# block 1

Fig. 1: block 1, cells coloured by class
Drawn at 1.5 px/um.
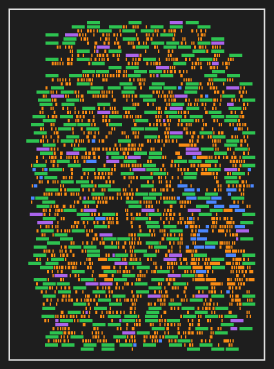

## src/rtl/lcd_cmd_fifo.sv

```systemverilog
// ---------------------------------------------------------------------------
// lcd_cmd_fifo
//
// Circular queue of {cmd, data} words between the user front end and the
// LCD timing FSM. A rising edge on `en` enqueues one word. A falling edge on
// `busy` releases the next word, but only once `init_done` is high. The head
// entry is presented on registered outputs.
//
// Parameters
//   DATA_W    width of the LCD data field
//   DEPTH     number of entries (>= 2, need not be a power of two)
//   AFULL_LVL buf_afull asserts when the occupancy is >= this level (1..DEPTH)
//   CNT_W     width of the occupancy count (derived, leave at default)
//
// Ports
//   clk        system clock, rising edge
//   rst        asynchronous active-low reset
//   data, cmd  word to enqueue (cmd = 1 marks a command)
//   en         enqueue request (level; edge-detected here)
//   init_done  LCD initialisation complete; gates dequeue only
//   busy       LCD FSM busy; a falling edge requests a dequeue
//   flush      synchronous clear of contents and overflow flag
//   buf_data   head entry data (registered)
//   buf_cmd    head entry cmd (registered)
//   buf_en     registered, high while the queue is non-empty
//   buf_full   occupancy == DEPTH
//   buf_afull  occupancy >= AFULL_LVL
//   buf_count  current occupancy, 0..DEPTH
//   buf_ovf    sticky, set when an enqueue is dropped on a full queue
// ---------------------------------------------------------------------------
module lcd_cmd_fifo #(
  parameter int DATA_W    = 8,
  parameter int DEPTH     = 31,
  parameter int AFULL_LVL = 28,
  parameter int CNT_W     = $clog2(DEPTH + 1)
) (
  input  logic              clk,
  input  logic              rst,
  input  logic [DATA_W-1:0] data,
  input  logic              cmd,
  input  logic              en,
  input  logic              init_done,
  input  logic              busy,
  input  logic              flush,
  output logic [DATA_W-1:0] buf_data,
  output logic              buf_cmd,
  output logic              buf_en,
  output logic              buf_full,
  output logic              buf_afull,
  output logic [CNT_W-1:0]  buf_count,
  output logic              buf_ovf
);

  localparam int PTR_W = (DEPTH > 1) ? $clog2(DEPTH) : 1;
  localparam int ENT_W = DATA_W + 1;

  localparam logic [PTR_W-1:0] LAST_PTR  = PTR_W'(DEPTH - 1);
  localparam logic [CNT_W-1:0] FULL_CNT  = CNT_W'(DEPTH);
  localparam logic [CNT_W-1:0] AFULL_CNT = CNT_W'(AFULL_LVL);

  // Storage, one {cmd, data} word per entry
  logic [ENT_W-1:0] mem [DEPTH];

  logic [PTR_W-1:0] rd_ptr, wr_ptr;
  logic [CNT_W-1:0] count;
  logic             en_d, busy_d;

  logic             push, pop_req, pop, is_full;
  logic             wr_en, ovf_next;
  logic [PTR_W-1:0] rd_next, wr_next;
  logic [CNT_W-1:0] cnt_next;
  logic [ENT_W-1:0] wr_ent, head_next;

  // Pointers wrap explicitly at DEPTH-1 so any depth works, not just 2^n.
  function automatic logic [PTR_W-1:0] ptr_inc(input logic [PTR_W-1:0] p);
    if (p == LAST_PTR) begin
      return '0;
    end
    return p + PTR_W'(1);
  endfunction

  // Edge detection, then the per-cycle queue update in priority order:
  // flush, simultaneous push/pop, push, pop. A push together with a pop
  // keeps the count unchanged, so it is allowed even when the queue is full:
  // the slot freed by the pop takes the new word.
  always_comb begin
    push      = en & ~en_d;
    pop_req   = ~busy & busy_d & init_done;
    pop       = pop_req & (count != '0);
    is_full   = (count == FULL_CNT);
    wr_ent    = {cmd, data};

    rd_next   = rd_ptr;
    wr_next   = wr_ptr;
    cnt_next  = count;
    ovf_next  = buf_ovf;
    wr_en     = 1'b0;

    if (flush) begin
      rd_next  = '0;
      wr_next  = '0;
      cnt_next = '0;
      ovf_next = 1'b0;
    end else if (push && pop) begin
      wr_en   = 1'b1;
      wr_next = ptr_inc(wr_ptr);
      rd_next = ptr_inc(rd_ptr);
    end else if (push && !is_full) begin
      wr_en    = 1'b1;
      wr_next  = ptr_inc(wr_ptr);
      cnt_next = count + CNT_W'(1);
    end else if (push) begin
      ovf_next = 1'b1;
    end else if (pop) begin
      rd_next  = ptr_inc(rd_ptr);
      cnt_next = count - CNT_W'(1);
    end

    // When the word being written this cycle lands on the next head slot
    // (push into an empty queue, or push+pop with one entry) it is forwarded
    // so the outputs never show the slot's old contents.
    if (wr_en && (wr_ptr == rd_next)) begin
      head_next = wr_ent;
    end else begin
      head_next = mem[rd_next];
    end
  end

  // Storage array, cleared on reset, written on an accepted push.
  always_ff @(posedge clk or negedge rst) begin
    if (!rst) begin
      for (int i = 0; i < DEPTH; i++) begin
        mem[i] <= '0;
      end
    end else if (wr_en) begin
      mem[wr_ptr] <= wr_ent;
    end
  end

  // Control state and registered head outputs.
  always_ff @(posedge clk or negedge rst) begin
    if (!rst) begin
      rd_ptr   <= '0;
      wr_ptr   <= '0;
      count    <= '0;
      en_d     <= 1'b0;
      busy_d   <= 1'b0;
      buf_ovf  <= 1'b0;
      buf_data <= '0;
      buf_cmd  <= 1'b0;
      buf_en   <= 1'b0;
    end else begin
      rd_ptr   <= rd_next;
      wr_ptr   <= wr_next;
      count    <= cnt_next;
      en_d     <= en;
      busy_d   <= busy;
      buf_ovf  <= ovf_next;
      buf_cmd  <= head_next[ENT_W-1];
      buf_data <= head_next[DATA_W-1:0];
      buf_en   <= (cnt_next != '0);
    end
  end

  assign buf_count = count;
  assign buf_full  = (count == FULL_CNT);
  assign buf_afull = (count >= AFULL_CNT);

endmodule

```

## config.mk

```make
export PLATFORM = sky130hd
export DESIGN_NAME = lcd_cmd_fifo
export DESIGN_NICKNAME = d
export VERILOG_FILES = /design/src/rtl/lcd_cmd_fifo.sv
export SDC_FILE = /design/constraint.sdc
export NUM_CORES = 1
export LEC_CHECK = 0
export ABC_AREA = 1
export CORE_ASPECT_RATIO = 1.4
export CORE_MARGIN = 5
export CORE_UTILIZATION = 45
export DETAILED_ROUTE_END_ITERATION = 7
export DONT_BUFFER_PORTS = 1
export PLACE_DENSITY = 0.57
export RECOVER_POWER = 25
export SLEW_MARGIN = 15
export SYNTH_ARGS = -nofsm -noshare
export SYNTH_HDL_FRONTEND = slang
export SYNTH_SLANG_ARGS = --single-unit
export TNS_END_PERCENT = 10
```

## constraint.sdc

```tcl
create_clock -name clk -period 2.9 [get_ports clk]
set_input_delay 0.87 -clock clk [delete_from_list [all_inputs] [get_ports clk]]
set_output_delay 0.87 -clock clk [all_outputs]
set_load 0.005 [all_outputs]
```

# block 2

[config.mk]
export PLATFORM = sky130hd
export DESIGN_NAME = vocoder_mix_engine
export DESIGN_NICKNAME = d
export VERILOG_FILES = /design/src/rtl/vocoder_mix_engine.sv
export SDC_FILE = /design/constraint.sdc
export NUM_CORES = 2
export LEC_CHECK = 0
export ABC_AREA = 1
export CAP_MARGIN = 20
export CORE_ASPECT_RATIO = 1.2
export CORE_MARGIN = 4
export CORE_UTILIZATION = 52
export DETAILED_ROUTE_END_ITERATION = 7
export PLACE_DENSITY_LB_ADDON = 0.2
export SLEW_MARGIN = 40
export SYNTH_ARGS = -nofsm -noshare
export SYNTH_HDL_FRONTEND = slang
export SYNTH_SLANG_ARGS = --single-unit
[constraint.sdc]
create_clock -name clk -period 7.5 [get_ports clk]
set_input_delay 1.5 -clock clk [delete_from_list [all_inputs] [get_ports clk]]
set_output_delay 1.5 -clock clk [all_outputs]
set_load 0.005 [all_outputs]
[src/rtl/vocoder_mix_engine.sv]
// -----------------------------------------------------------------------------
// vocoder_mix_engine
//
// Mixes one output sample per frame from either a bank of vocoder bands
// (sum of envelope x carrier products) or a dry PCM sample, applies a master
// gain and saturates the result to the audio sample width.
//
// Frame flow: IDLE -> ACCUM (N_CH cycles, vocoded frames only) -> SCALE -> OUT.
//   mode 0 : mute     (dry_valid starts a frame that outputs 0)
//   mode 1 : dry      (dry_valid starts a frame that outputs dry_in * gain)
//   mode 2 : vocoded  (env_valid starts a frame summing all bands)
//   mode 3 : one band (env_valid starts a frame using band band_sel only)
//
// Ports
//   clk, rst          single clock; asynchronous active-low reset
//   env_in/env_valid  envelope vector, captured when a vocoded frame starts
//   carrier_in/car_valid  carrier vector, captured on every car_valid
//   dry_in/dry_valid  dry PCM sample and its frame trigger
//   mode, band_sel, gain  frame configuration, captured at frame start
//   clr_flags         clears the sticky overrun flag
//   mix_out/mix_valid mixed sample (held) and its one-cycle strobe
//   busy              frame in progress
//   sat_flag          strobed sample was clamped
//   overrun           sticky: a trigger arrived while busy and was dropped
// -----------------------------------------------------------------------------
module vocoder_mix_engine #(
  parameter int N_CH   = 15,
  parameter int DW     = 16,
  parameter int SHIFT  = 15,
  parameter int GAIN_W = 8
) (
  input  logic                                     clk,
  input  logic                                     rst,
  input  logic [N_CH-1:0][DW-1:0]                  env_in,
  input  logic                                     env_valid,
  input  logic [N_CH-1:0][DW-1:0]                  carrier_in,
  input  logic                                     car_valid,
  input  logic signed [DW-1:0]                     dry_in,
  input  logic                                     dry_valid,
  input  logic [1:0]                               mode,
  input  logic [(N_CH > 1 ? $clog2(N_CH) : 1)-1:0] band_sel,
  input  logic [GAIN_W-1:0]                        gain,
  input  logic                                     clr_flags,
  output logic signed [DW-1:0]                     mix_out,
  output logic                                     mix_valid,
  output logic                                     busy,
  output logic                                     sat_flag,
  output logic                                     overrun
);

  localparam int IW = (N_CH > 1) ? $clog2(N_CH) : 1;
  // Sum of N_CH full-scale DW x DW products cannot overflow this width.
  localparam int AW = 2 * DW + $clog2(N_CH) + 1;
  localparam int PW = AW + GAIN_W + 1;

  localparam logic signed [PW-1:0] MAX_V = {{(PW-DW+1){1'b0}}, {(DW-1){1'b1}}};
  localparam logic signed [PW-1:0] MIN_V = {{(PW-DW+1){1'b1}}, {(DW-1){1'b0}}};

  typedef enum logic [1:0] {
    S_IDLE,
    S_ACCUM,
    S_SCALE,
    S_OUT
  } state_t;

  state_t                  state_q, state_d;
  logic [N_CH-1:0][DW-1:0] env_q;
  logic [N_CH-1:0][DW-1:0] car_q;
  logic signed [AW-1:0]    acc;
  logic [IW-1:0]           index;
  logic                    single_q;   // frame runs in single-band mode
  logic [IW-1:0]           band_q;
  logic [GAIN_W-1:0]       gain_q;
  logic                    sat_q;

  // Mode decides which strobe is a frame trigger; the other one is ignored.
  logic trig_voc, trig_dry, trig_any, last_idx;
  assign trig_voc = mode[1] & env_valid;
  assign trig_dry = ~mode[1] & dry_valid;
  assign trig_any = trig_voc | trig_dry;
  assign last_idx = (index == IW'(N_CH - 1));

  // ---------------------------------------------------------------------------
  // Datapath arithmetic
  // ---------------------------------------------------------------------------
  logic signed [2*DW-1:0] env_x, car_x, prod;
  logic signed [AW-1:0]   term, dry_ext, acc_sh;
  logic signed [PW-1:0]   acc_x, gain_x, prod_g, s_val;
  logic signed [DW-1:0]   clamped;
  logic                   sat_d;

  assign env_x   = (2*DW)'($signed(env_q[index]));
  assign car_x   = (2*DW)'($signed(car_q[index]));
  assign prod    = env_x * car_x;
  // In single-band mode every other band still spends its cycle but adds 0,
  // keeping frame latency fixed. band_sel >= N_CH can never equal index.
  assign term    = (!single_q || (index == band_q)) ? AW'(prod) : '0;
  assign dry_ext = AW'(dry_in);

  // Arithmetic shifts give floor rounding for negative values.
  assign acc_sh  = acc >>> SHIFT;
  assign acc_x   = PW'(acc_sh);
  assign gain_x  = PW'(gain_q);
  assign prod_g  = acc_x * gain_x;
  assign s_val   = prod_g >>> 4;

  // NOTE: every always_comb output gets a default first so no path leaves it
  // unassigned, which would otherwise infer a latch.
  always_comb begin
    clamped = s_val[DW-1:0];
    sat_d   = 1'b0;
    if (s_val > MAX_V) begin
      clamped = MAX_V[DW-1:0];
      sat_d   = 1'b1;
    end else if (s_val < MIN_V) begin
      clamped = MIN_V[DW-1:0];
      sat_d   = 1'b1;
    end
  end

  // ---------------------------------------------------------------------------
  // FSM
  // ---------------------------------------------------------------------------
  // NOTE: sequential state uses non-blocking assignments so every register
  // samples pre-edge values regardless of process ordering.
  always_ff @(posedge clk or negedge rst) begin
    if (!rst) state_q <= S_IDLE;
    else      state_q <= state_d;
  end

  always_comb begin
    state_d = state_q;
    unique case (state_q)
      S_IDLE: begin
        if (trig_voc)      state_d = S_ACCUM;
        else if (trig_dry) state_d = S_SCALE;
      end
      S_ACCUM: if (last_idx) state_d = S_SCALE;
      S_SCALE: state_d = S_OUT;
      S_OUT:   state_d = S_IDLE;
      default: state_d = S_IDLE;
    endcase
  end

  // ---------------------------------------------------------------------------
  // Datapath registers
  // ---------------------------------------------------------------------------
  // NOTE: the envelope and carrier banks are cleared by reset on purpose: a
  // frame started right after reset must read zeros, not stale or X data.
  always_ff @(posedge clk or negedge rst) begin
    if (!rst) begin
      env_q    <= '0;
      car_q    <= '0;
      acc      <= '0;
      index    <= '0;
      single_q <= 1'b0;
      band_q   <= '0;
      gain_q   <= '0;
      mix_out  <= '0;
      sat_q    <= 1'b0;
    end else begin
      // The carrier bank tracks car_valid at all times; an in-flight frame
      // sees whatever is in the register on the cycle it reads a band.
      if (car_valid) car_q <= carrier_in;

      unique case (state_q)
        S_IDLE: begin
          if (trig_voc) begin
            env_q    <= env_in;
            acc      <= '0;
            index    <= '0;
            single_q <= mode[0];
            band_q   <= band_sel;
            gain_q   <= gain;
          end else if (trig_dry) begin
            acc      <= mode[0] ? (dry_ext <<< SHIFT) : '0;
            single_q <= 1'b0;
            band_q   <= band_sel;
            gain_q   <= gain;
          end
        end
        S_ACCUM: begin
          acc   <= acc + term;
          index <= index + IW'(1);
        end
        S_SCALE: begin
          mix_out <= clamped;
          sat_q   <= sat_d;
        end
        default: ;
      endcase
    end
  end

  // Dropped triggers set overrun; a set in the same cycle as clr_flags wins.
  always_ff @(posedge clk or negedge rst) begin
    if (!rst)                               overrun <= 1'b0;
    else if (trig_any && state_q != S_IDLE) overrun <= 1'b1;
    else if (clr_flags)                     overrun <= 1'b0;
  end

  assign busy      = (state_q != S_IDLE);
  assign mix_valid = (state_q == S_OUT);
  assign sat_flag  = mix_valid & sat_q;

endmodule

# block 3

--- config.mk ---
export PLATFORM = sky130hd
export DESIGN_NAME = apb2axi_completion_queue
export DESIGN_NICKNAME = d
export VERILOG_FILES = /design/src/rtl/apb2axi_pkg.sv /design/src/rtl/apb2axi_cq_fifo.sv /design/src/rtl/apb2axi_completion_queue.sv
export SDC_FILE = /design/constraint.sdc
export NUM_CORES = 1
export LEC_CHECK = 0
export CORE_UTILIZATION = 25
export CTS_CLUSTER_DIAMETER = 150
export DETAILED_ROUTE_END_ITERATION = 7
export SYNTH_ARGS = -nofsm -noshare
export SYNTH_HDL_FRONTEND = slang
export SYNTH_HIERARCHICAL = 1
export SYNTH_SLANG_ARGS = --single-unit
--- constraint.sdc ---
create_clock -name pclk -period 5.26 [get_ports pclk]
set_input_delay 1.052 -clock pclk [delete_from_list [all_inputs] [get_ports pclk]]
set_output_delay 1.052 -clock pclk [all_outputs]
set_load 0.05 [all_outputs]
--- src/rtl/apb2axi_pkg.sv ---
// rtl/apb2axi_pkg.sv - shared types and constants for the APB-to-AXI completion path
package apb2axi_pkg;

    localparam int CPL_TAG_W    = 4;
    localparam int CPL_BEAT_W   = 9;
    localparam int CQ_DEPTH_DEF = 4;

    localparam logic [1:0] AXI_RESP_OKAY   = 2'b00;
    localparam logic [1:0] AXI_RESP_EXOKAY = 2'b01;
    localparam logic [1:0] AXI_RESP_SLVERR = 2'b10;
    localparam logic [1:0] AXI_RESP_DECERR = 2'b11;

    typedef struct packed {
        logic [CPL_TAG_W-1:0]  tag;
        logic [1:0]            resp;
        logic [CPL_BEAT_W-1:0] num_beats;
        logic                  error;
    } completion_entry_t;

    // SLVERR and DECERR are the only responses that flag a failed transaction
    function automatic logic resp_is_error(input logic [1:0] resp);
        return resp >= AXI_RESP_SLVERR;
    endfunction

endpackage

--- src/rtl/apb2axi_cq_fifo.sv ---
// rtl/apb2axi_cq_fifo.sv - synchronous FIFO of completion entries
module apb2axi_cq_fifo
    import apb2axi_pkg::*;
#(
    parameter int DEPTH = CQ_DEPTH_DEF,
    localparam int AW = $clog2(DEPTH),
    localparam int CW = AW + 1
) (
    input  logic              clk,
    input  logic              rst_n,
    input  logic              push,
    input  completion_entry_t push_entry,
    input  logic              pop,
    output completion_entry_t head,
    output logic              full,
    output logic              empty,
    output logic [CW-1:0]     count
);

    completion_entry_t mem_q [DEPTH];
    completion_entry_t mem_d [DEPTH];
    logic [AW-1:0]     wr_ptr_q, wr_ptr_d;
    logic [AW-1:0]     rd_ptr_q, rd_ptr_d;
    logic [CW-1:0]     count_q, count_d;
    logic              do_push;
    logic              do_pop;

    assign full  = (count_q == CW'(DEPTH));
    assign empty = (count_q == '0);
    assign count = count_q;
    assign head  = mem_q[rd_ptr_q];

    // Next-state: a full FIFO may still take a push when it pops the same cycle
    always_comb begin
        mem_d    = mem_q;
        wr_ptr_d = wr_ptr_q;
        rd_ptr_d = rd_ptr_q;
        do_pop   = pop && !empty;
        do_push  = push && (!full || do_pop);
        if (do_push) begin
            mem_d[wr_ptr_q] = push_entry;
            wr_ptr_d        = wr_ptr_q + AW'(1);
        end
        if (do_pop) begin
            rd_ptr_d = rd_ptr_q + AW'(1);
        end
        count_d = count_q + CW'(do_push) - CW'(do_pop);
    end

    // State registers; pointers wrap naturally since DEPTH is a power of two
    always_ff @(posedge clk or negedge rst_n) begin
        if (!rst_n) begin
            for (int i = 0; i < DEPTH; i++) begin
                mem_q[i] <= '0;
            end
            wr_ptr_q <= '0;
            rd_ptr_q <= '0;
            count_q  <= '0;
        end else begin
            mem_q    <= mem_d;
            wr_ptr_q <= wr_ptr_d;
            rd_ptr_q <= rd_ptr_d;
            count_q  <= count_d;
        end
    end

endmodule

--- src/rtl/apb2axi_completion_queue.sv ---
// rtl/apb2axi_completion_queue.sv - per-tag AXI R/B collection into an ordered completion queue
module apb2axi_completion_queue
    import apb2axi_pkg::*;
#(
    parameter int TAG_W    = CPL_TAG_W,
    parameter int DATA_W   = 64,
    parameter int BEAT_W   = CPL_BEAT_W,
    parameter int CQ_DEPTH = CQ_DEPTH_DEF
) (
    input  logic              pclk,
    input  logic              presetn,
    input  logic              axi_rvalid,
    input  logic [TAG_W-1:0]  axi_rid,
    input  logic [DATA_W-1:0] axi_rdata,
    input  logic [1:0]        axi_rresp,
    input  logic              axi_rlast,
    output logic              axi_rready,
    input  logic              axi_bvalid,
    input  logic [TAG_W-1:0]  axi_bid,
    input  logic [1:0]        axi_bresp,
    output logic              axi_bready,
    output logic              rdb_wr_en,
    output logic [TAG_W-1:0]  rdb_wr_tag,
    output logic [BEAT_W-1:0] rdb_wr_beat,
    output logic [DATA_W-1:0] rdb_wr_data,
    output logic              cq_dir_cpl_vld,
    output completion_entry_t cq_dir_cpl_entry,
    input  logic              cq_dir_cpl_rdy
);

    localparam int NTAG = 2 ** TAG_W;
    localparam int CW   = $clog2(CQ_DEPTH) + 1;

    logic              ready_en_q, ready_en_d;
    logic [BEAT_W-1:0] beat_cnt_q [NTAG];
    logic [BEAT_W-1:0] beat_cnt_d [NTAG];
    logic [1:0]        worst_resp_q [NTAG];
    logic [1:0]        worst_resp_d [NTAG];

    logic              space_ok;
    logic              r_hs;
    logic              b_hs;
    logic [BEAT_W-1:0] cur_beat;
    logic [BEAT_W-1:0] next_beat;
    logic [1:0]        final_resp;
    logic              push_req;
    completion_entry_t push_entry;

    logic              fifo_full;
    logic              fifo_empty;
    logic [CW-1:0]     fifo_count;
    completion_entry_t fifo_head;

    // Handshakes, data-buffer strobe, per-tag accumulation and push selection.
    // A same-cycle R-last beats a B response so only one entry is pushed per cycle.
    always_comb begin
        ready_en_d   = 1'b1;
        space_ok     = (fifo_count < CW'(CQ_DEPTH));
        axi_rready   = ready_en_q && space_ok;
        axi_bready   = ready_en_q && space_ok && !(axi_rvalid && axi_rlast);
        r_hs         = axi_rvalid && axi_rready;
        b_hs         = axi_bvalid && axi_bready;

        cur_beat     = beat_cnt_q[axi_rid];
        next_beat    = (cur_beat == '1) ? cur_beat : cur_beat + BEAT_W'(1);
        final_resp   = (axi_rresp > worst_resp_q[axi_rid]) ? axi_rresp : worst_resp_q[axi_rid];

        rdb_wr_en    = r_hs;
        rdb_wr_tag   = r_hs ? axi_rid   : '0;
        rdb_wr_beat  = r_hs ? cur_beat  : '0;
        rdb_wr_data  = r_hs ? axi_rdata : '0;

        beat_cnt_d   = beat_cnt_q;
        worst_resp_d = worst_resp_q;
        push_req     = 1'b0;
        push_entry   = '0;

        if (r_hs) begin
            if (axi_rlast) begin
                beat_cnt_d[axi_rid]   = '0;
                worst_resp_d[axi_rid] = AXI_RESP_OKAY;
                push_req              = 1'b1;
                push_entry.tag        = axi_rid;
                push_entry.resp       = final_resp;
                push_entry.num_beats  = next_beat;
                push_entry.error      = resp_is_error(final_resp);
            end else begin
                beat_cnt_d[axi_rid]   = next_beat;
                worst_resp_d[axi_rid] = final_resp;
            end
        end else if (b_hs) begin
            push_req             = 1'b1;
            push_entry.tag       = axi_bid;
            push_entry.resp      = axi_bresp;
            push_entry.num_beats = '0;
            push_entry.error     = resp_is_error(axi_bresp);
        end

        cq_dir_cpl_vld   = !fifo_empty;
        cq_dir_cpl_entry = fifo_empty ? '0 : fifo_head;
    end

    // Per-tag state and the ready enable that opens the AXI channels after reset
    always_ff @(posedge pclk or negedge presetn) begin
        if (!presetn) begin
            ready_en_q <= 1'b0;
            for (int i = 0; i < NTAG; i++) begin
                beat_cnt_q[i]   <= '0;
                worst_resp_q[i] <= '0;
            end
        end else begin
            ready_en_q   <= ready_en_d;
            beat_cnt_q   <= beat_cnt_d;
            worst_resp_q <= worst_resp_d;
        end
    end

    apb2axi_cq_fifo #(
        .DEPTH (CQ_DEPTH)
    ) u_cq_fifo (
        .clk        (pclk),
        .rst_n      (presetn),
        .push       (push_req && !fifo_full),
        .push_entry (push_entry),
        .pop        (cq_dir_cpl_rdy),
        .head       (fifo_head),
        .full       (fifo_full),
        .empty      (fifo_empty),
        .count      (fifo_count)
    );

endmodule

# block 4

[src/rtl/chunked_seq_adder.sv]
// Sequential N-bit adder/subtractor: CHUNK bits per cycle, LSB first, carry rippled through a flop.
// Optional signed-overflow output `ovf` is built when CHUNK_ADDER_OVF_EN is defined.
module chunked_seq_adder #(
  parameter int N     = 8,
  parameter int CHUNK = 2
) (
  input  logic         clk,
  input  logic         rst_n,
  input  logic         in_valid,
  output logic         in_ready,
  input  logic [N-1:0] A,
  input  logic [N-1:0] B,
  input  logic         Cin,
  input  logic         sub,
  output logic         out_valid,
  input  logic         out_ready,
  output logic [N-1:0] Sum,
  output logic         Cout
`ifdef CHUNK_ADDER_OVF_EN
  ,
  output logic         ovf
`endif
);
  localparam int STEPS = N / CHUNK;
  localparam int CW    = (STEPS > 1) ? $clog2(STEPS) : 1;

  typedef enum logic [1:0] {IDLE, RUN, DONE} state_t;

  state_t         r_state;
  state_t         w_state_nxt;
  logic [N-1:0]   r_a;
  logic [N-1:0]   r_b;
  logic [N-1:0]   r_sum;
  logic           r_carry;
  logic           r_cout;
  logic           r_out_valid;
  logic [CW-1:0]  r_cnt;
  logic [CHUNK:0] w_chunk;
  logic           w_last;
`ifdef CHUNK_ADDER_OVF_EN
  logic           r_ovf;
`endif

  // Operands shift right each RUN cycle, so the active chunk is always in the low bits.
  assign w_chunk = {1'b0, r_a[CHUNK-1:0]} + {1'b0, r_b[CHUNK-1:0]} + {{CHUNK{1'b0}}, r_carry};
  assign w_last  = (r_cnt == CW'(STEPS - 1));

  assign in_ready  = (r_state == IDLE);
  assign out_valid = r_out_valid;
  assign Sum       = r_sum;
  assign Cout      = r_cout;
`ifdef CHUNK_ADDER_OVF_EN
  assign ovf       = r_ovf;
`endif

  always_ff @(posedge clk or negedge rst_n) begin
    if (!rst_n) begin
      r_state <= IDLE;
    end else begin
      r_state <= w_state_nxt;
    end
  end

  always_comb begin
    w_state_nxt = r_state;
    case (r_state)
      IDLE:    if (in_valid) w_state_nxt = RUN;
      RUN:     if (w_last) w_state_nxt = DONE;
      DONE:    if (out_ready) w_state_nxt = IDLE;
      default: w_state_nxt = IDLE;
    endcase
  end

  always_ff @(posedge clk or negedge rst_n) begin
    if (!rst_n) begin
      r_a         <= '0;
      r_b         <= '0;
      r_sum       <= '0;
      r_carry     <= 1'b0;
      r_cout      <= 1'b0;
      r_out_valid <= 1'b0;
      r_cnt       <= '0;
`ifdef CHUNK_ADDER_OVF_EN
      r_ovf       <= 1'b0;
`endif
    end else begin
      case (r_state)
        IDLE: begin
          if (in_valid) begin
            // Subtraction is A + ~B + ~Cin; the inversion is folded in at capture.
            r_a     <= A;
            r_b     <= B ^ {N{sub}};
            r_carry <= Cin ^ sub;
            r_cnt   <= '0;
          end
        end
        RUN: begin
          r_a     <= r_a >> CHUNK;
          r_b     <= r_b >> CHUNK;
          r_carry <= w_chunk[CHUNK];
          for (int s = 0; s < STEPS; s++) begin
            if (r_cnt == CW'(s)) r_sum[s*CHUNK +: CHUNK] <= w_chunk[CHUNK-1:0];
          end
          if (w_last) begin
            r_cnt       <= '0;
            r_cout      <= w_chunk[CHUNK];
            r_out_valid <= 1'b1;
`ifdef CHUNK_ADDER_OVF_EN
            // a^b^sum at the MSB recovers the carry into it.
            r_ovf       <= r_a[CHUNK-1] ^ r_b[CHUNK-1] ^ w_chunk[CHUNK-1] ^ w_chunk[CHUNK];
`endif
          end else begin
            r_cnt <= r_cnt + CW'(1);
          end
        end
        DONE: begin
          if (out_ready) r_out_valid <= 1'b0;
        end
        default: ;
      endcase
    end
  end

endmodule

[config.mk]
export PLATFORM = sky130hd
export DESIGN_NAME = chunked_seq_adder
export DESIGN_NICKNAME = d
export VERILOG_FILES = /design/src/rtl/chunked_seq_adder.sv
export SDC_FILE = /design/constraint.sdc
export NUM_CORES = 1
export LEC_CHECK = 0
export CORE_MARGIN = 4
export CORE_UTILIZATION = 40
export CTS_CLUSTER_DIAMETER = 120
export DETAILED_ROUTE_END_ITERATION = 12
export PLACE_DENSITY = 0.74
export SYNTH_ARGS = -nofsm -noshare
export SYNTH_HDL_FRONTEND = slang
export SYNTH_SLANG_ARGS = --single-unit
[constraint.sdc]
create_clock -name clk -period 2 [get_ports clk]
set_input_delay 0.4 -clock clk [delete_from_list [all_inputs] [get_ports clk]]
set_output_delay 0.4 -clock clk [all_outputs]
set_load 0.01 [all_outputs]
Fig. 2: block 3, I/O nets highlighted
Drawn at 1 px/um.
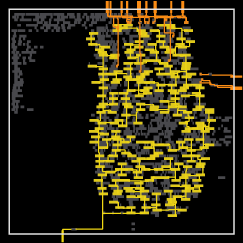
Key: orange = `cq_dir_cpl_entry` [bits 16, direction output, end cells 16, wire 608 um]; yellow = `presetn` [bits 1, direction input, end cells 248, wire 1,790 um]
I/O Pins: 179
port bufs: 178

==> Changelog: implementation, block 3 <==
### Changed

- Cells after synthesis: 993
- Yosys simple share: 0.120
- FP Util: 0.255
- Largest regs: beat_cnt_q x144, u_cq_fifo/mem_q x64, worst_resp_q x32
- Cell type taking the most area: sequential cells
- Buffering overhead: 0.134
- Min Tclk post-route: 4.60 ns
- Worst R2R Setup Slack: 1.82 ns
- Worst path slowest cell: clkdlybuf4s50_1
- # diodes: 0
- Number of global-route vias before repair: 9,158
- Seq/total area: 0.399
- Chip area: 0.0499 mm^2
- First-pass GRT wire length: 55,100 um
- Max-cap violations: 0
- Vias per inst: 4.90
- Max Clk Rate: 0.218 GHz
- DRC: 0
- Post-route insts no fill: 1,780
- Initial antenna violation count: 0
- Status: finished, final reports clean
- RSZ-0062 raised after global routing: no
- Post-synth ARST share: 1.00
- Routed wl met2: 16,600 um
- Antenna Nets Post-Route: 0
- Final period util: 0.874
- Max Root-Sink Buffers: 3
- Cell taking the most area after synthesis: dfrtp_1
- Met3 Wirelength: 1750 um
- Sequential share of the synthesized area: 0.507
- Total negative setup slack: 0 ns
- Synth Cell Area: 0.0122 mm^2
- CTS tree: built
- Non-clock inverters: 8
- Avg Inst Size Synth: 12.3 um^2
- Req. time, crit path: 4.21 ns
- R2r worst-path depth: 11
- Largest register FFs: 144
- Via count: 8,729
- Initial drt markers: 629
- Post-synthesis adder-cell area fraction: 0.0108
- Core ar.: 0.0480 mm^2
- Max_slew headroom: 0.336
- Die Y: 223 um
- Most used logic cell in the final layout: dfrtp_1
- Cell area after layout: 0.0155 mm^2
- Top cells, area: dfrtp_1, mux4_2, mux2_2, a22o_1, nand2_1
- Routed length per instance: 19.6 um
- Worst skew pair latency: 0.52 ns
- FF-to-FF Start: beat_cnt_q[63]
- Nonclk buf count: 210
- Synth warn: 6
- Summed standard-cell area reported by yosys: 0.0122 mm^2
- Layout Utilization: 0.324
- Placed Area: 0.0147 mm^2
- Worst-path fanout max: 20
- Clk_buf instances: 32
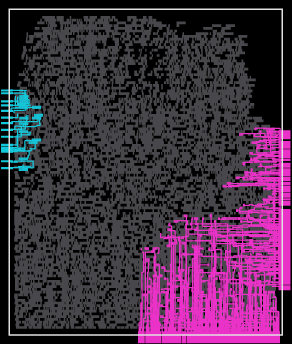
Fig. 3. I/O nets highlighted (block 2).
Drawn at 1 px/um.
Key: cyan = `mix_out` [bits 16, direction output, end cells 16, wire 597 um]; magenta = `carrier_in` [bits 240, direction input, end cells 240, wire 13,800 um]

==> Changelog: implementation, block 2 <==
### Changed

- Worst path slowest cell: fa_1
- Critical path endpoint category: register
- Hold_ws: 0.471 ns
- Routed length per instance: 20.0 um
- Final setup fails: 24
- Post-synth ARST share: 1.00
- Layout Utilization: 0.693
- Layout Nets: 7,348
- Top-count cell post-synth: nand2_1
- RSZ-0062 raised after global routing: yes
- Share of cells above drive strength 1: 0.155
- Clk root buf: clkbuf_16
- H-Tree Depth: 2
- Worst R2R Setup Slack: -1.10 ns
- Met3 Wirelength: 11,000 um
- Via count: 39,939
- Hold Vio Cnt, Final: 0
- Failing checks: negative setup slack
- Top non-seq family: adder cells
- Nonclk buf count: 1,082
- Multi-input combinational area share: 0.442
- Placed Area: 0.0538 mm^2
- CP Depth: 44
- Post-synthesis adder-cell area fraction: 0.237
- RD Place Congestion: 0.958
- Status: finished, violations left
- First-pass GRT wire length: 232,000 um
- Cell taking the most area after synthesis: dfrtp_1
- Fin worst setup slack: -1.10 ns
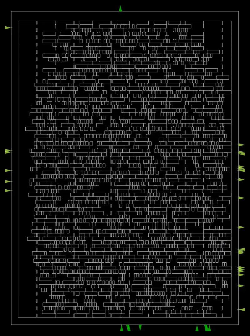
Fig. 4. Cell outlines without signal wires (block 1).
post-route insts no fill: 2,463
Tap Cells: 456
Seq/total area: 0.439

Notes on Fig. 1 above:
Key: purple = clock drivers and dummy loads [cells 52]; blue = remaining buffers and delay cells [cells 42]; orange = remaining logic cells [cells 1,606]; green = registers [cells 307]

==> Changelog: implementation, block 1 <==
### Changed

- Syn Nets: 2,085
- Req. time, crit path: 3.32 ns
- Post-Route WL: 48,100 um
- DRC: 0
- Yosys simple share: 0.293
- DP HPWL: 28,700 um
- Layout Utilization: 0.500
- Worst reg2reg endpoint: buf_data[2]
- Hold Vio Cnt, Final: 0
- Top reg by flops: mem
- Layout Nets: 2,016
- Hold_buf cts: 0
- Vias per inst: 5.51
- Max Root-Sink Buffers: 3
- Hold_ws: 0.0507 ns
- Cell taking the most area after synthesis: dfrtp_1
- Status: finished, final reports clean
- Final Skew: 0.0102 ns
- Post-synth EDFFs: 0
- H-Tree Depth: 2
- Worst slew pin tran: 0.984 ns
- CTS Buf Count: 34
- Avg Inst Size Synth: 7.75 um^2
- Critical path endpoint category: register
- Clk_buf instances: 43
- Total negative setup slack: 0 ns
- Register Area: 0.00768 mm^2
- Chip area: 0.0394 mm^2
- Top Metal Used: met4
- Share of cells above drive strength 1: 0.0747
- Drt pass-1 iters: 6
- Routed wl met2: 22,900 um
- Summed standard-cell area reported by yosys: 0.0160 mm^2
- Core ar.: 0.0350 mm^2
- Critical Path Source: buf_count[1]
- Die Y: 233 um
- Xor+xnor area frac: 0.00110
- Max_slew headroom: 0.344
- Clock buf/inv share: 0.0615
- Peak per-stage delay on the critical path: 0.42 ns
- Via count: 13,581
- Top-count cell post-synth: nand2_1
- M2 GR Usage: 0.397
- Sequential cell count: 307
- Multi-input combinational area share: 0.366
- CTS clk-pin slew, worst paths: 0.06 ns
- Antenna Nets Post-Route: 0
- FF-to-FF Start: buf_count[1]
- Distinct lib cells: 41
- Cells after synthesis: 2,060
- Routed length per instance: 19.5 um
- Sequential share of the synthesized area: 0.481
- Pins over their slew limit: 0
- Largest register FFs: 279
- Initial antenna violation count: 0
- Cell type taking the most area: sequential cells
- CP Depth: 16
- Worst path slowest cell: dfrtp_1
- FP Util: 0.457
- Final period util: 0.926
- Final setup fails: 0
- Crit path cell chain: inv_1, ha_1, inv_1, nor2_2, nand2_1, nand2_2, nand2_4, nand3_4, buf_12, nand2_1, nand3_1, nand3_1, nand3_1, nand3_1, nand3_1, nand2_1
Fig. 5: block 4, cells coloured by class
Drawn at 6 px/um.
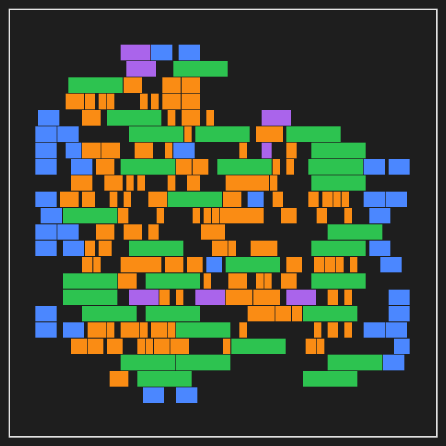
Key: green = registers [cells 31]; orange = remaining logic cells [cells 111]; purple = clock drivers and dummy loads [cells 7]; blue = remaining buffers and delay cells [cells 36]

Fig. 6: block 4, I/O nets highlighted
Drawn at 4 px/um.
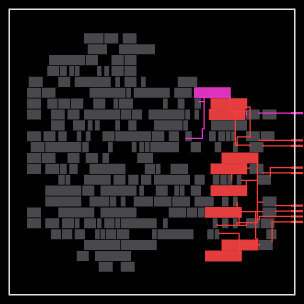
Key: magenta = `out_valid` [bits 1, direction output, end cells 1, wire 40.1 um]; red = `Sum` [bits 8, direction output, end cells 8, wire 164 um]

==> Changelog: implementation, block 4 <==
### Changed

- Status: finished, final reports clean
- Max Root-Sink Buffers: 2
- Hold Crit Start: Sum[2]
- Multi-input combinational area share: 0.346
- Total negative setup slack: 0 ns
- Comb. cell area: 691 um^2
- FP Util: 0.424
- Final period util: 0.908
- Post-synth top area share: 0.489
- Crit path cell chain: nor2_4, clkdlybuf4s50_1
- Pins over their slew limit: 0
- Post-CTS Setup Bufs: 0
- Most frequent cells in the layout: clkdlybuf4s50_1, dfrtp_1, nand2_1, o21ai_0
- CP Depth: 2
- CTS clk-pin slew, worst paths: 0.06 ns
- Post-Route WL: 3230 um
- Crit path kind: register to output pin
- CTS Buf Count: 5
- Mux cell area share after synthesis: 0
- Synth top cells by count: dfrtp_1, nand2_1, o21ai_0
- All-layer global routing usage: 0.140
- Port bufs: 32
- Filler cell count: 361
- H-Tree Depth: 2
- WL met1: 1380 um
- Met1 Resource Use GR: 0.170
- # diodes: 0
- Non-clock inverters: 9
- Nonclk buf count: 36
- First-pass GRT wire length: 5490 um
- Top non-seq family: AND-OR/OR-AND gates

## Gallery

Cell area per tile.
Plate I
Drawn at 6 px/um. 7 x 7 tiles, from dark blue (low) to red (high), 0 to 100% covered.
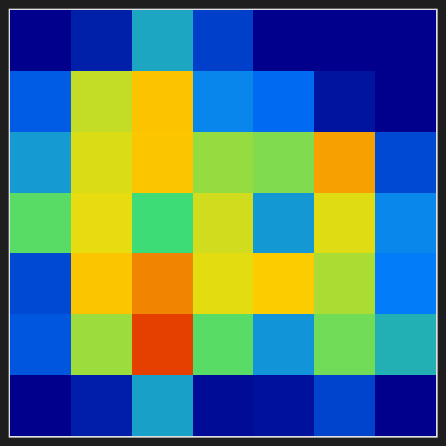
Plate II
Drawn at 1.5 px/um. 17 x 23 tiles, from dark blue (low) to red (high), 0 to 100% covered.
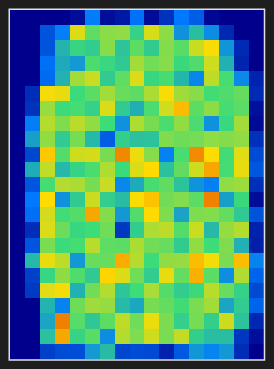
Plate III
Drawn at 1 px/um. 27 x 32 tiles, from dark blue (low) to red (high), 0 to 100% covered.
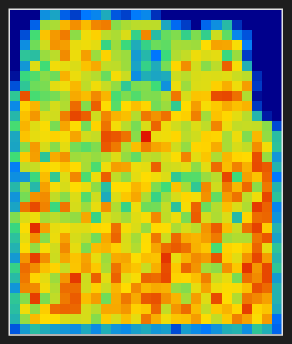
Plate IV
Drawn at 1.5 px/um. 22 x 22 tiles, from dark blue (low) to red (high), 0 to 100% covered.
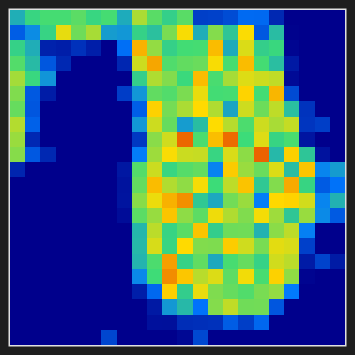
- block 1 = Plate II
- block 4 = Plate I
- block 2 = Plate III
- block 3 = Plate IV
The one with the largest die is Plate III.
The one with the highest utilization is Plate III.

Key to Plate I:
The emptiest ninth of the die: north-east. 14% of the tiles are over 75% full. The mean over all tiles is 38%.



==> gallery <==
Cell outlines without signal wires.
image #1
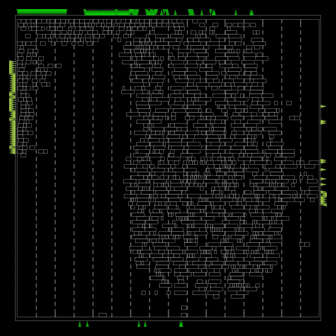
image #2
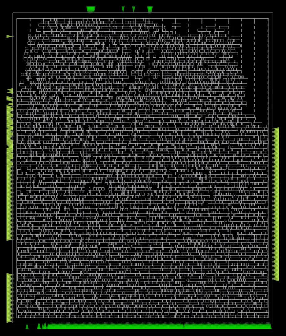
image #3
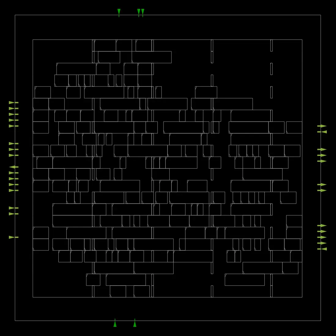
The one with the most cells is image #2.
The one with the most sequential cells is image #2.
- image #3 = block 4
- image #1 = block 3
- image #2 = block 2

